# ---- design 1 ----
### src/rtl/gry_ptr_sync_if.sv
// Pointer-comparator bundle for one side of an async FIFO.
// Signalling: there is no valid/ready pair here. loc_en is a one-cycle
// qualifier sampled on every rising clk edge; when high, the local gray counter
// advances to loc_gry_cnt_nxt on that same edge. All status outputs are
// registered and valid every cycle outside reset. rmt_gry_ptr is asynchronous
// to clk and is only sampled through the synchronizer.
interface gry_ptr_sync_if #(
  parameter int PTR_W = 5
);
  logic [PTR_W-1:0] loc_gry_cnt;
  logic [PTR_W-1:0] loc_gry_cnt_nxt;
  logic             loc_en;
  logic [PTR_W-1:0] rmt_gry_ptr;
  logic [PTR_W-1:0] thr;
  logic [PTR_W-1:0] rmt_gry_sync;
  logic             ptr_flag;
  logic             prog_flag;
  logic [PTR_W-1:0] occ;
  logic             ptr_err;

  // Counter/environment side: drives pointers and threshold, observes status.
  modport master (
    output loc_gry_cnt, loc_gry_cnt_nxt, loc_en, rmt_gry_ptr, thr,
    input  rmt_gry_sync, ptr_flag, prog_flag, occ, ptr_err
  );

  // Comparator side.
  modport slave (
    input  loc_gry_cnt, loc_gry_cnt_nxt, loc_en, rmt_gry_ptr, thr,
    output rmt_gry_sync, ptr_flag, prog_flag, occ, ptr_err
  );
endinterface

### src/rtl/gry_ptr_sync.sv
// Async FIFO pointer comparator. Synchronizes the remote gray pointer and
// derives registered full/empty, occupancy, threshold flag and a sticky
// overflow/underflow error for the local clock domain.
// LOCAL_IS_WR=1: write side (flag = full, prog = almost-full).
// LOCAL_IS_WR=0: read side (flag = empty, prog = almost-empty).
// The local counter's next value is used so that local updates show up on the
// same edge the counter moves; remote updates arrive SYNC_STAGES+1 edges late,
// which keeps both flags conservative.
module gry_ptr_sync #(
  parameter int PTR_W       = 5,
  parameter int SYNC_STAGES = 2,
  parameter bit LOCAL_IS_WR = 1'b1
) (
  input  logic           clk,
  input  logic           rst_n,
  gry_ptr_sync_if.slave  bus
);

  // Flags come out of reset as "full=0" on the write side and "empty=1" on the
  // read side, matching counters that both reset to 0.
  localparam logic RST_FLAG = ~LOCAL_IS_WR;

  logic [PTR_W-1:0] sync_q [SYNC_STAGES];
  logic [PTR_W-1:0] rmt_sync;
  logic [PTR_W-1:0] rmt_bin;
  logic [PTR_W-1:0] loc_bin_nxt;
  logic [PTR_W-1:0] full_ref;
  logic             full_c;
  logic             empty_c;
  logic             flag_c;
  logic             prog_c;
  logic [PTR_W-1:0] occ_c;
  logic             flag_q;
  logic             prog_q;
  logic [PTR_W-1:0] occ_q;
  logic             err_q;

  function automatic logic [PTR_W-1:0] gry2bin(input logic [PTR_W-1:0] g);
    logic [PTR_W-1:0] b;
    b[PTR_W-1] = g[PTR_W-1];
    for (int i = PTR_W - 2; i >= 0; i--) begin
      b[i] = b[i+1] ^ g[i];
    end
    return b;
  endfunction

  // Plain flop chain on the remote pointer; nothing between stages.
  always_ff @(posedge clk or negedge rst_n) begin
    if (!rst_n) begin
      for (int i = 0; i < SYNC_STAGES; i++) begin
        sync_q[i] <= '0;
      end
    end else begin
      sync_q[0] <= bus.rmt_gry_ptr;
      for (int i = 1; i < SYNC_STAGES; i++) begin
        sync_q[i] <= sync_q[i-1];
      end
    end
  end

  assign rmt_sync    = sync_q[SYNC_STAGES-1];
  assign rmt_bin     = gry2bin(rmt_sync);
  assign loc_bin_nxt = gry2bin(bus.loc_gry_cnt_nxt);

  // Full pattern: remote pointer one whole lap behind, which in gray code means
  // the top two bits inverted (just the MSB pair when the pointer is 2 bits).
  generate
    if (PTR_W == 2) begin : g_full_w2
      assign full_ref = ~rmt_sync;
    end else begin : g_full_wn
      assign full_ref = {~rmt_sync[PTR_W-1:PTR_W-2], rmt_sync[PTR_W-3:0]};
    end
  endgenerate

  // Next-state status; modular subtraction keeps occupancy right across wraps.
  always_comb begin
    full_c  = (bus.loc_gry_cnt_nxt == full_ref);
    empty_c = (bus.loc_gry_cnt_nxt == rmt_sync);
    flag_c  = LOCAL_IS_WR ? full_c : empty_c;
    occ_c   = LOCAL_IS_WR ? (loc_bin_nxt - rmt_bin) : (rmt_bin - loc_bin_nxt);
    prog_c  = LOCAL_IS_WR ? (occ_c >= bus.thr) : (occ_c <= bus.thr);
  end

  // Status registers, updated every edge; error is sticky until reset.
  always_ff @(posedge clk or negedge rst_n) begin
    if (!rst_n) begin
      flag_q <= RST_FLAG;
      prog_q <= RST_FLAG;
      occ_q  <= '0;
      err_q  <= 1'b0;
    end else begin
      flag_q <= flag_c;
      prog_q <= prog_c;
      occ_q  <= occ_c;
      if (bus.loc_en && flag_q) begin
        err_q <= 1'b1;
      end
    end
  end

  assign bus.rmt_gry_sync = rmt_sync;
  assign bus.ptr_flag     = flag_q;
  assign bus.prog_flag    = prog_q;
  assign bus.occ          = occ_q;
  assign bus.ptr_err      = err_q;

endmodule

### src/flat_wrapper.sv
// flat-port wrapper written by rule: the top's interface ports become plain ports
module gry_ptr_sync_flat 
#(
  parameter int PTR_W       = 5,
  parameter int SYNC_STAGES = 2,
  parameter bit LOCAL_IS_WR = 1'b1
)
  (clk, rst_n, bus_loc_gry_cnt, bus_loc_gry_cnt_nxt, bus_loc_en, bus_rmt_gry_ptr, bus_thr, bus_rmt_gry_sync, bus_ptr_flag, bus_prog_flag, bus_occ, bus_ptr_err);
  gry_ptr_sync_if #(.PTR_W(PTR_W)) bus_i ();
  input  logic clk;
  input  logic rst_n;
  input wire logic [$bits(bus_i.loc_gry_cnt)-1:0] bus_loc_gry_cnt;
  input wire logic [$bits(bus_i.loc_gry_cnt_nxt)-1:0] bus_loc_gry_cnt_nxt;
  input wire logic [$bits(bus_i.loc_en)-1:0] bus_loc_en;
  input wire logic [$bits(bus_i.rmt_gry_ptr)-1:0] bus_rmt_gry_ptr;
  input wire logic [$bits(bus_i.thr)-1:0] bus_thr;
  output wire logic [$bits(bus_i.rmt_gry_sync)-1:0] bus_rmt_gry_sync;
  output wire logic [$bits(bus_i.ptr_flag)-1:0] bus_ptr_flag;
  output wire logic [$bits(bus_i.prog_flag)-1:0] bus_prog_flag;
  output wire logic [$bits(bus_i.occ)-1:0] bus_occ;
  output wire logic [$bits(bus_i.ptr_err)-1:0] bus_ptr_err;
  assign bus_i.loc_gry_cnt = bus_loc_gry_cnt;
  assign bus_i.loc_gry_cnt_nxt = bus_loc_gry_cnt_nxt;
  assign bus_i.loc_en = bus_loc_en;
  assign bus_i.rmt_gry_ptr = bus_rmt_gry_ptr;
  assign bus_i.thr = bus_thr;
  assign bus_rmt_gry_sync = bus_i.rmt_gry_sync;
  assign bus_ptr_flag = bus_i.ptr_flag;
  assign bus_prog_flag = bus_i.prog_flag;
  assign bus_occ = bus_i.occ;
  assign bus_ptr_err = bus_i.ptr_err;
  gry_ptr_sync #(.PTR_W(PTR_W), .SYNC_STAGES(SYNC_STAGES), .LOCAL_IS_WR(LOCAL_IS_WR)) u_core (.clk(clk), .rst_n(rst_n), .bus(bus_i));
endmodule
### config.mk
export PLATFORM = sky130hd
export DESIGN_NAME = gry_ptr_sync_flat
export DESIGN_NICKNAME = d
export VERILOG_FILES = /design/src/rtl/gry_ptr_sync_if.sv /design/src/rtl/gry_ptr_sync.sv /design/src/flat_wrapper.sv
export SDC_FILE = /design/constraint.sdc
export NUM_CORES = 1
export LEC_CHECK = 0
export ABC_AREA = 1
export ABC_CLOCK_PERIOD_IN_PS = 3200
export CAP_MARGIN = 10
export CORE_ASPECT_RATIO = 0.7
export CORE_MARGIN = 4
export CORE_UTILIZATION = 44
export CTS_CLUSTER_DIAMETER = 50
export DETAILED_ROUTE_END_ITERATION = 10
export GPL_TIMING_DRIVEN = 0
export PLACE_DENSITY = 0.78
export SYNTH_ARGS = -nofsm -noshare
export SYNTH_HDL_FRONTEND = slang
export SYNTH_SLANG_ARGS = --single-unit
### constraint.sdc
create_clock -name clk -period 3.2 [get_ports clk]
set_input_delay 0.64 -clock clk [delete_from_list [all_inputs] [get_ports clk]]
set_output_delay 0.64 -clock clk [all_outputs]
set_load 0.05 [all_outputs]
# ---- design 2 ----
**src/rtl/serial_adder_ctrl.sv**
```systemverilog
// Bit-serial adder sequencer: one full-adder cell (two half adders plus an OR), LSB first, WIDTH cycles per add.
// Optional subtract mode is enabled by defining SERIAL_ADDER_SUB_EN (adds the 'sub' input port).

module half_adder (
    input  logic a,
    input  logic b,
    output logic s,
    output logic c
);
    assign s = a ^ b;
    assign c = a & b;
endmodule

module serial_adder_ctrl #(
    parameter int WIDTH = 8
) (
    input  logic             clk,
    input  logic             rst_n,
    input  logic             start,
    input  logic [WIDTH-1:0] op_a,
    input  logic [WIDTH-1:0] op_b,
`ifdef SERIAL_ADDER_SUB_EN
    input  logic             sub,
`endif
    output logic             ready,
    output logic             busy,
    output logic             done,
    output logic [WIDTH-1:0] sum,
    output logic             carry
);

    localparam int CW = $clog2(WIDTH) + 1;

    typedef enum logic [1:0] {
        ST_IDLE = 2'd0,
        ST_ADD  = 2'd1,
        ST_DONE = 2'd2
    } state_t;

    state_t           state_q, state_d;
    logic [WIDTH-1:0] a_sh_q, a_sh_d;
    logic [WIDTH-1:0] b_sh_q, b_sh_d;
    logic [WIDTH-1:0] r_sh_q, r_sh_d;
    logic [WIDTH-1:0] sum_q, sum_d;
    logic             carry_q, carry_d;
    logic             c_q, c_d;
    logic [CW-1:0]    n_q, n_d;

    logic             ha0_s, ha0_c, s_bit, ha1_c, c_out;
    logic [WIDTH-1:0] r_shifted;
    logic [WIDTH-1:0] b_load;
    logic             c_init;

    // Full-adder cell: sum and carry of the current LSBs plus running carry
    half_adder u_ha0 (.a(a_sh_q[0]), .b(b_sh_q[0]), .s(ha0_s), .c(ha0_c));
    half_adder u_ha1 (.a(ha0_s),     .b(c_q),       .s(s_bit), .c(ha1_c));
    assign c_out = ha0_c | ha1_c;

    generate
        if (WIDTH == 1) begin : g_r_w1
            assign r_shifted = s_bit;
        end else begin : g_r_wn
            assign r_shifted = {s_bit, r_sh_q[WIDTH-1:1]};
        end
    endgenerate

`ifdef SERIAL_ADDER_SUB_EN
    // Subtraction is A + ~B + 1: invert B and seed the carry
    assign b_load = sub ? ~op_b : op_b;
    assign c_init = sub;
`else
    assign b_load = op_b;
    assign c_init = 1'b0;
`endif

    always_comb begin
        state_d = state_q;
        a_sh_d  = a_sh_q;
        b_sh_d  = b_sh_q;
        r_sh_d  = r_sh_q;
        sum_d   = sum_q;
        carry_d = carry_q;
        c_d     = c_q;
        n_d     = n_q;
        ready   = 1'b0;
        busy    = 1'b0;
        done    = 1'b0;

        case (state_q)
            ST_IDLE: begin
                ready = 1'b1;
                if (start) begin
                    a_sh_d  = op_a;
                    b_sh_d  = b_load;
                    c_d     = c_init;
                    n_d     = '0;
                    state_d = ST_ADD;
                end
            end
            ST_ADD: begin
                busy   = 1'b1;
                a_sh_d = a_sh_q >> 1;
                b_sh_d = b_sh_q >> 1;
                r_sh_d = r_shifted;
                c_d    = c_out;
                n_d    = n_q + 1'b1;
                // Last bit: publish the complete result in the same edge
                if (n_q == CW'(WIDTH - 1)) begin
                    sum_d   = r_shifted;
                    carry_d = c_out;
                    state_d = ST_DONE;
                end
            end
            ST_DONE: begin
                done    = 1'b1;
                state_d = ST_IDLE;
            end
            default: begin
                state_d = ST_IDLE;
            end
        endcase
    end

    always_ff @(posedge clk or negedge rst_n) begin
        if (!rst_n) begin
            state_q <= ST_IDLE;
            a_sh_q  <= '0;
            b_sh_q  <= '0;
            r_sh_q  <= '0;
            sum_q   <= '0;
            carry_q <= 1'b0;
            c_q     <= 1'b0;
            n_q     <= '0;
        end else begin
            state_q <= state_d;
            a_sh_q  <= a_sh_d;
            b_sh_q  <= b_sh_d;
            r_sh_q  <= r_sh_d;
            sum_q   <= sum_d;
            carry_q <= carry_d;
            c_q     <= c_d;
            n_q     <= n_d;
        end
    end

    assign sum   = sum_q;
    assign carry = carry_q;

    // Exactly one of the three status outputs is high in every legal state
    a_status_onehot: assert property (@(posedge clk) disable iff (!rst_n)
        $onehot({ready, busy, done}));
    a_done_to_idle: assert property (@(posedge clk) disable iff (!rst_n)
        done |=> ready);

endmodule

```
**config.mk**
```make
export PLATFORM = sky130hd
export DESIGN_NAME = serial_adder_ctrl
export DESIGN_NICKNAME = d
export VERILOG_FILES = /design/src/rtl/serial_adder_ctrl.sv
export SDC_FILE = /design/constraint.sdc
export NUM_CORES = 1
export LEC_CHECK = 0
export ABC_CLOCK_PERIOD_IN_PS = 3480
export CELL_PAD_IN_SITES_DETAIL_PLACEMENT = 1
export CELL_PAD_IN_SITES_GLOBAL_PLACEMENT = 1
export CORE_UTILIZATION = 35
export DETAILED_ROUTE_END_ITERATION = 8
export HOLD_SLACK_MARGIN = 0.03
export PLACE_DENSITY_LB_ADDON = 0.1
export SLEW_MARGIN = 20
export SYNTH_ARGS = -nofsm -noshare
export SYNTH_HDL_FRONTEND = slang
export SYNTH_SLANG_ARGS = --single-unit
```
**constraint.sdc**
```tcl
create_clock -name clk -period 3.48 [get_ports clk]
set_clock_uncertainty 0.2 [all_clocks]
set_input_delay 0.348 -clock clk [delete_from_list [all_inputs] [get_ports clk]]
set_output_delay 0.348 -clock clk [all_outputs]
set_load 0.005 [all_outputs]
```
# ---- design 3 ----
[src/rtl/mult_pkg.sv]
// Shared types and constants for the radix-2 Booth multiplier.
package mult_pkg;

   typedef enum logic [1:0] {
      IDLE   = 2'd0,
      RUN    = 2'd1,
      FINISH = 2'd2
   } mult_state_e;

   // Booth select is {Q[0], q_-1}
   localparam logic [1:0] BOOTH_NOP = 2'b00;
   localparam logic [1:0] BOOTH_ADD = 2'b01;
   localparam logic [1:0] BOOTH_SUB = 2'b10;

   function automatic int cnt_width(input int w);
      return $clog2(w) + 1;
   endfunction

endpackage

[src/rtl/mult_booth_step.sv]
// One radix-2 Booth iteration: add/sub M, then arithmetic shift of {A,Q,q-1}.
module mult_booth_step
   import mult_pkg::*;
#(
   parameter int WIDTH = 32
) (
   input  logic [WIDTH:0]   a_i,
   input  logic [WIDTH-1:0] q_i,
   input  logic             qm1_i,
   input  logic [WIDTH:0]   m_i,
   output logic [WIDTH:0]   a_o,
   output logic [WIDTH-1:0] q_o,
   output logic             qm1_o
);

   logic [1:0]     sel;
   logic [WIDTH:0] sum;

   assign sel = {q_i[0], qm1_i};

   always_comb begin
      sum = a_i;
      unique case (sel)
         BOOTH_ADD: sum = a_i + m_i;
         BOOTH_SUB: sum = a_i - m_i;
         BOOTH_NOP: sum = a_i;
         default:   sum = a_i;
      endcase
   end

   assign a_o   = {sum[WIDTH], sum[WIDTH:1]};
   assign q_o   = {sum[0], q_i[WIDTH-1:1]};
   assign qm1_o = q_i[0];

endmodule

[src/rtl/mult.sv]
// Sequential signed multiplier, one Booth iteration per clock, MIPS-style hi/lo.
module mult
   import mult_pkg::*;
#(
   parameter int WIDTH = 32
) (
   input  logic             clk,
   input  logic             reset,
   input  logic [WIDTH-1:0] srcA,
   input  logic [WIDTH-1:0] srcB,
   input  logic             multCtrl,
   output logic             busy,
   output logic             done,
   output logic [WIDTH-1:0] hi,
   output logic [WIDTH-1:0] lo
);

   localparam int CW = cnt_width(WIDTH);
   localparam logic [CW-1:0] LAST = CW'(WIDTH - 1);

   mult_state_e      state_q, state_d;
   logic [WIDTH:0]   a_q, a_d, m_q, m_d;
   logic [WIDTH-1:0] q_q, q_d, hi_q, hi_d, lo_q, lo_d;
   logic             qm1_q, qm1_d;
   logic [CW-1:0]    cnt_q, cnt_d;

   logic [WIDTH:0]   step_a;
   logic [WIDTH-1:0] step_q;
   logic             step_qm1;
   logic             last;

   mult_booth_step #(.WIDTH(WIDTH)) u_step (
      .a_i   (a_q),
      .q_i   (q_q),
      .qm1_i (qm1_q),
      .m_i   (m_q),
      .a_o   (step_a),
      .q_o   (step_q),
      .qm1_o (step_qm1)
   );

   assign last = (cnt_q == LAST);

   always_ff @(posedge clk or negedge reset) begin
      if (!reset) begin
         state_q <= IDLE;
         a_q     <= '0;
         m_q     <= '0;
         q_q     <= '0;
         qm1_q   <= 1'b0;
         cnt_q   <= '0;
         hi_q    <= '0;
         lo_q    <= '0;
      end else begin
         state_q <= state_d;
         a_q     <= a_d;
         m_q     <= m_d;
         q_q     <= q_d;
         qm1_q   <= qm1_d;
         cnt_q   <= cnt_d;
         hi_q    <= hi_d;
         lo_q    <= lo_d;
      end
   end

   always_comb begin
      state_d = state_q;
      unique case (state_q)
         IDLE:    if (multCtrl) state_d = RUN;
         RUN:     if (multCtrl) state_d = RUN;
                  else if (last) state_d = FINISH;
         FINISH:  state_d = multCtrl ? RUN : IDLE;
         default: state_d = IDLE;
      endcase
   end

   // A load in any state discards the in-flight operation
   always_comb begin
      a_d   = a_q;
      m_d   = m_q;
      q_d   = q_q;
      qm1_d = qm1_q;
      cnt_d = cnt_q;
      hi_d  = hi_q;
      lo_d  = lo_q;
      if (multCtrl) begin
         a_d   = '0;
         m_d   = {srcA[WIDTH-1], srcA};
         q_d   = srcB;
         qm1_d = 1'b0;
         cnt_d = '0;
      end else if (state_q == RUN) begin
         a_d   = step_a;
         q_d   = step_q;
         qm1_d = step_qm1;
         cnt_d = cnt_q + 1'b1;
         if (last) begin
            hi_d = step_a[WIDTH-1:0];
            lo_d = step_q;
         end
      end
   end

   always_comb begin
      busy = (state_q == RUN);
      done = (state_q == FINISH);
      hi   = hi_q;
      lo   = lo_q;
   end

endmodule

[config.mk]
export PLATFORM = sky130hd
export DESIGN_NAME = mult
export DESIGN_NICKNAME = d
export VERILOG_FILES = /design/src/rtl/mult_pkg.sv /design/src/rtl/mult_booth_step.sv /design/src/rtl/mult.sv
export SDC_FILE = /design/constraint.sdc
export NUM_CORES = 1
export LEC_CHECK = 0
export CORE_MARGIN = 2
export CORE_UTILIZATION = 30
export DETAILED_ROUTE_END_ITERATION = 12
export GPL_TIMING_DRIVEN = 0
export HOLD_SLACK_MARGIN = 0.03
export REMOVE_ABC_BUFFERS = 1
export SLEW_MARGIN = 10
export SYNTH_ARGS = -nofsm -noshare
export SYNTH_HDL_FRONTEND = slang
export SYNTH_SLANG_ARGS = --single-unit
[constraint.sdc]
create_clock -name clk -period 7.2 [get_ports clk]
set_input_delay 1.44 -clock clk [delete_from_list [all_inputs] [get_ports clk]]
set_output_delay 1.44 -clock clk [all_outputs]
set_load 0.03 [all_outputs]
Figure 1. Clock nets (design 2).
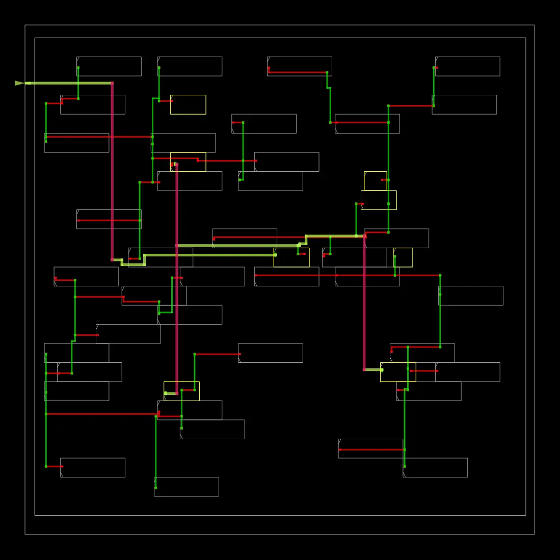
final-layout clock buffer total: 6
latest clock arrival within the worst-skew pair: 300 ps
number of flip-flops and latches: 39

Figure 2. Clock network drawn from the DEF (design 2).
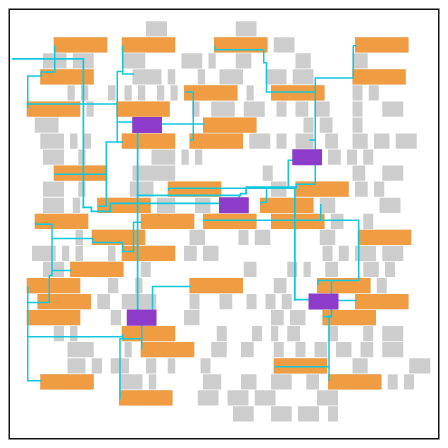
Key: purple = clock drivers [count 5]; cyan = clock wires [length 532 um]; orange = flip-flops [count 39]
Position of the flops: widely spread.
Clock group: 327 uW
clock network power share: 0.181

==> flow_metrics.env, design 2 <==
# source this file to load flow results
export IMPL_seq_area_um2=976
export IMPL_design_final_nets=221
export IMPL_final_core_util=0.468
export IMPL_clock_tree_area_fraction=0.0445
export IMPL_synth_yosys_chip_area_mm2=0.00174
export IMPL_log_warnings=26
export IMPL_die_x_um=72.5
export IMPL_global_route_overflow_total=0
export IMPL_floorplan_initialDensity=0.366
export IMPL_postSynthNetCount=187
export IMPL_critPathMaxFanout=11
export IMPL_dp_cells=259
export IMPL_chipHeight_um=72.5
export IMPL_cts_setup_buffers=0
export IMPL_clockRootBuffer="sky130_fd_sc_hd__clkbuf_8"
export IMPL_clock_tree_htree_level_count=2
export IMPL_globalplace_congestion=0.722
export IMPL_final_hold_viol_count=0
export IMPL_count_of_flip_flops_with_a_built_in_enable_after_synthesis=0
export IMPL_syn2layout_area_growth_pct=27.7
export IMPL_final_common_cell="sky130_fd_sc_hd__dfrtp_1"
export IMPL_hold_path_startpoint="r_sh_q[1]"
export IMPL_critical_path_cell_chain="nand2b_1 > inv_1 > clkdlybuf4s50_1"
export IMPL_wl_per_cell_um=15.4
export IMPL_synthesis_yosys_warnings=0
export IMPL_drt_vias_per_instance=5.05
export IMPL_mappedNetlistArea_mm2=0.00174
export IMPL_crit_reg2reg_launch="state_q[1]"
export IMPL_numSynthFlops=39
export IMPL_run_status="completed"
export IMPL_dominantRegCellSynth="sky130_fd_sc_hd__dfrtp_1"
export IMPL_timing_critical_path_from_type="flip-flop"
export IMPL_design_portCount=31
export IMPL_fmaxAchievable_mhz=447
export IMPL_design_die_area_mm2=0.00526
export IMPL_seq_area_frac=0.439
design 2: critical path: cells and delay by family, from the launching register on:
kind	cells	cell delay, ps
simple gates	1	350
buf+inv	2	670
flops	1	370
design 2: where the power goes:
part           internal (mW)  switching, mW  total, mW
logic                  0.349          0.353      0.703
clock network          0.162          0.165      0.327
registers              0.637          0.135      0.772
design 2: cell families (layout without fill, tap and decap cells):
kind of cell	after synthesis	in the layout	synth area share
and+or+nand+nor	54	54	0.156
AOI/OAI and AO/OA	51	51	0.173
DFF	39	39	0.560
muxes	10	10	0.0647
buffers and inverters	10	45	0.0273
adders and majority gates	2	2	0.0187
design 2: per-layer routing:
layer	global-route usage	wire length, um	vias to the layer above
met3	0.0431	151	7
met2	0.309	2010	25
met1	0.210	1890	676
met5	0	0	-
met4	0.0784	76	0
li1	-	-	645
design 2: registers in the layout, summed over array words and instances (netlist names):
| register | cells |
|---|---|
| r_sh_q | 7 |
| sum | 8 |
| carry | 1 |
| a_sh_q | 8 |
| state_q | 2 |
| c_q | 1 |
| b_sh_q | 8 |
| n_q | 4 |
design 2: what timing repair did:
item,CTS,global route
hold buffers,1,0
endpoints found under the hold margin,39,0
endpoints found under the setup margin,0,0
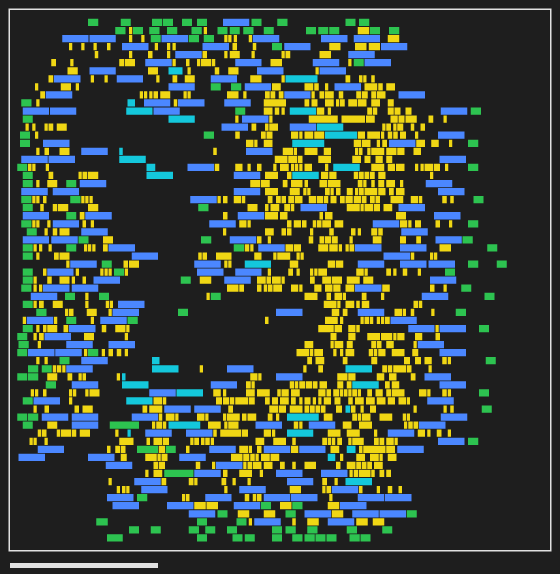
Figure 3: design 3, cells colored by class.
Bar = 50 um.
Key: green = remaining buffers and delay cells [cells 135, share of their area 12%]; cyan = clock drivers and dummy loads [cells 32, share of their area 5.7%]; yellow = combinational and other logic [cells 819, share of their area 44%]; blue = sequential cells [cells 169, share of their area 37%]

==> flow_metrics.env, design 3 <==
# source this file to load flow results
export IMPL_swShare=0.345
export IMPL_worstPathBufferInverterCount=0
export IMPL_dr_pass1_iters=5
export IMPL_max_incr_delay_on_cp_ps=910
export IMPL_ir_worst_vdd_v=0.000121
export IMPL_global_route_wire_length_before_repair_um=40500
export IMPL_initial_antenna_violation_count=3
export IMPL_synthCells=1049
export IMPL_mappedNetlistArea_mm2=0.00954
export IMPL_rsz_0062_raised_after_global_routing="no"
export IMPL_ys_seq_frac=0.443
export IMPL_power_report_internal_total_mw=2.17
export IMPL_worstSetupEndpoint="a_q[31]"
export IMPL_fillCellCount=3170
export IMPL_run_status="completed"
export IMPL_wl_per_cell_um=15.7
export IMPL_synthTopCellsByCount="213 x sky130_fd_sc_hd__nand2_1, 169 x sky130_fd_sc_hd__dfrtp_1, 82 x sky130_fd_sc_hd__nor2_1"
export IMPL_cp_arrival_ps=5650
export IMPL_holdPathStages=1
export IMPL_ys_cells=1049
export IMPL_chipHeight_um=182
export IMPL_layout_worst_path_cycle_share=0.741
export IMPL_setup_violations_final=0
export IMPL_first_iter_violations=435
export IMPL_hold_path_startpoint="state_q[1]"
export IMPL_yosys_top_cells_area="sky130_fd_sc_hd__dfrtp_1 44%, sky130_fd_sc_hd__nand2_1 8.4%, sky130_fd_sc_hd__ha_1 4.6%"
export IMPL_layout_cells_most_common_list="213 x sky130_fd_sc_hd__nand2_1, 169 x sky130_fd_sc_hd__dfrtp_1, 130 x sky130_fd_sc_hd__clkdlybuf4s50_1"
export IMPL_die_x_um=182
export IMPL_cellPowerDensity_mw_per_mm2=280
-- design 3: area by class of cell --
type,count,area [um^2],share of cell area
Inverter,25,95.1,0.00806
Timing Repair Buffer,135,1400,0.119
Antenna cell,1,2.50,0.000212
Clock buffer,21,450,0.0382
Clock inverter,11,195,0.0165
Tap cell,402,503,0.0426
Sequential cell,169,4230,0.358
Multi-Input combinational cell,794,4920,0.417
-- design 3: kinds of logic after synthesis --
kind of cell,synth area share
AOI/OAI and AO/OA,0.160
muxes,0.0763
xor gates and xnor gates,0.0496
adders and majority gates,0.0480
buffers and inverters,0.0429
DFF,0.443
and+or+nand+nor,0.180
-- design 3: metrics by stage --
| step | total power, mW | setup WS, ps | utilization | cell area, um^2 | hold slack (ps) |
|---|---|---|---|---|---|
| floorplan | 1.97 | 2640 | - | 9230 | 424 |
| global placement | 2.26 | -3460 | 0.351 | 11100 | 435 |
| detailed placement | 2.28 | 1800 | 0.354 | 11100 | 456 |
| CTS | 3.33 | 1770 | 0.375 | 11800 | 465 |
| global route | 3.53 | 1480 | 0.375 | 11800 | 494 |
| finish | 3.31 | 1870 | 0.375 | 11800 | 460 |
Figure 4. Clock network drawn from the DEF (design 1).
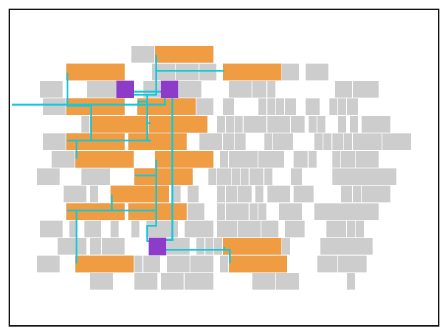
Key: orange = flip-flops [count 18]; purple = clock drivers [count 3]; cyan = clock wires [length 179 um]
There are 4 routed clock nets.

==> flow_metrics.env, design 1 <==
# source this file to load flow results
export IMPL_run_status="completed"
export IMPL_drt_vias_per_instance=4.54
export IMPL_power_report_internal_total_uw=497
export IMPL_synthCells=113
export IMPL_dpl_hpwl_um=1710
export IMPL_met3_usage_grt=0.0300
export IMPL_numSequentialCells=18
export IMPL_combGateArea_um2=492
export IMPL_ff2ff_path_depth=14
export IMPL_route_top_layer_used="met4"
export IMPL_count_of_flip_flops_with_a_built_in_enable_after_synthesis=0
export IMPL_final_core_util=0.660
export IMPL_floorplan_initialDensity=0.477
export IMPL_met3RoutedLength_um=87
export IMPL_ys_cells=113
export IMPL_synth_xor_xnor_area_share=0.0908
export IMPL_fillCellCount=176
export IMPL_dp_cells=175
export IMPL_dominantRegCellSynth="sky130_fd_sc_hd__dfrtp_1"
export IMPL_clock_tree_area_fraction=0.0247
export IMPL_pwr_share_comb=0.505
-- design 1: timing repair --
item	CTS	global route
pin swaps	1	0
setup endpoints to repair	1	1
gates resized	2	5
setup buffers	1	0
-- design 1: per-stage QoR --
step,cell area [um^2],TNS (ps)
after floorplan,1060,0
after global placement,1400,-257
after detailed placement,1400,-339
after CTS,1460,0
after global routing,1470,0
final,1470,0
-- design 1: flip-flops by register name (all words and copies together) (netlist names) --
name                     count
u_core.bus.occ               5
u_core.bus.rmt_gry_sync      5
u_core.sync_q                5
u_core.bus.prog_flag         1
u_core.bus.ptr_err           1
u_core.bus.ptr_flag          1
-- design 1: worst max-delay path, cell delays in order --
cell                              delay [ps]
sky130_fd_sc_hd__clkdlybuf4s50_1         520
sky130_fd_sc_hd__xnor2_4                 210
sky130_fd_sc_hd__xor2_1                  150
sky130_fd_sc_hd__ha_1                    230
sky130_fd_sc_hd__fa_2                    530
sky130_fd_sc_hd__inv_1                    60
sky130_fd_sc_hd__ha_1                    270
sky130_fd_sc_hd__a21oi_1                 180
sky130_fd_sc_hd__o21bai_1                 90
sky130_fd_sc_hd__a21oi_1                 120
sky130_fd_sc_hd__o21bai_1                 70


==> notes/layouts.md <==
Pictures saved along the way, in no particular order.

M1 wires.
Supply wires on this layer in gray. Cells faint in the background.
picture 1
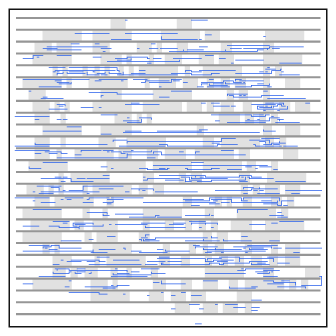
picture 2
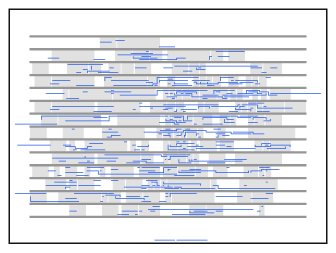
picture 3
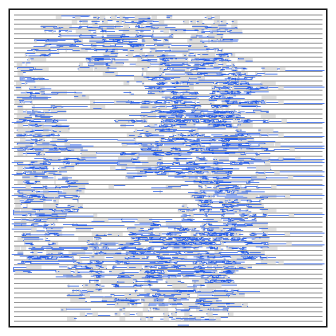
design 2 -> picture 1
design 3 -> picture 3
design 1 -> picture 2

Key to picture 2:
The longest straight run is 22.1 um. The layer carries 985 um of wire.

Power is estimated from default activity; no workload was simulated.
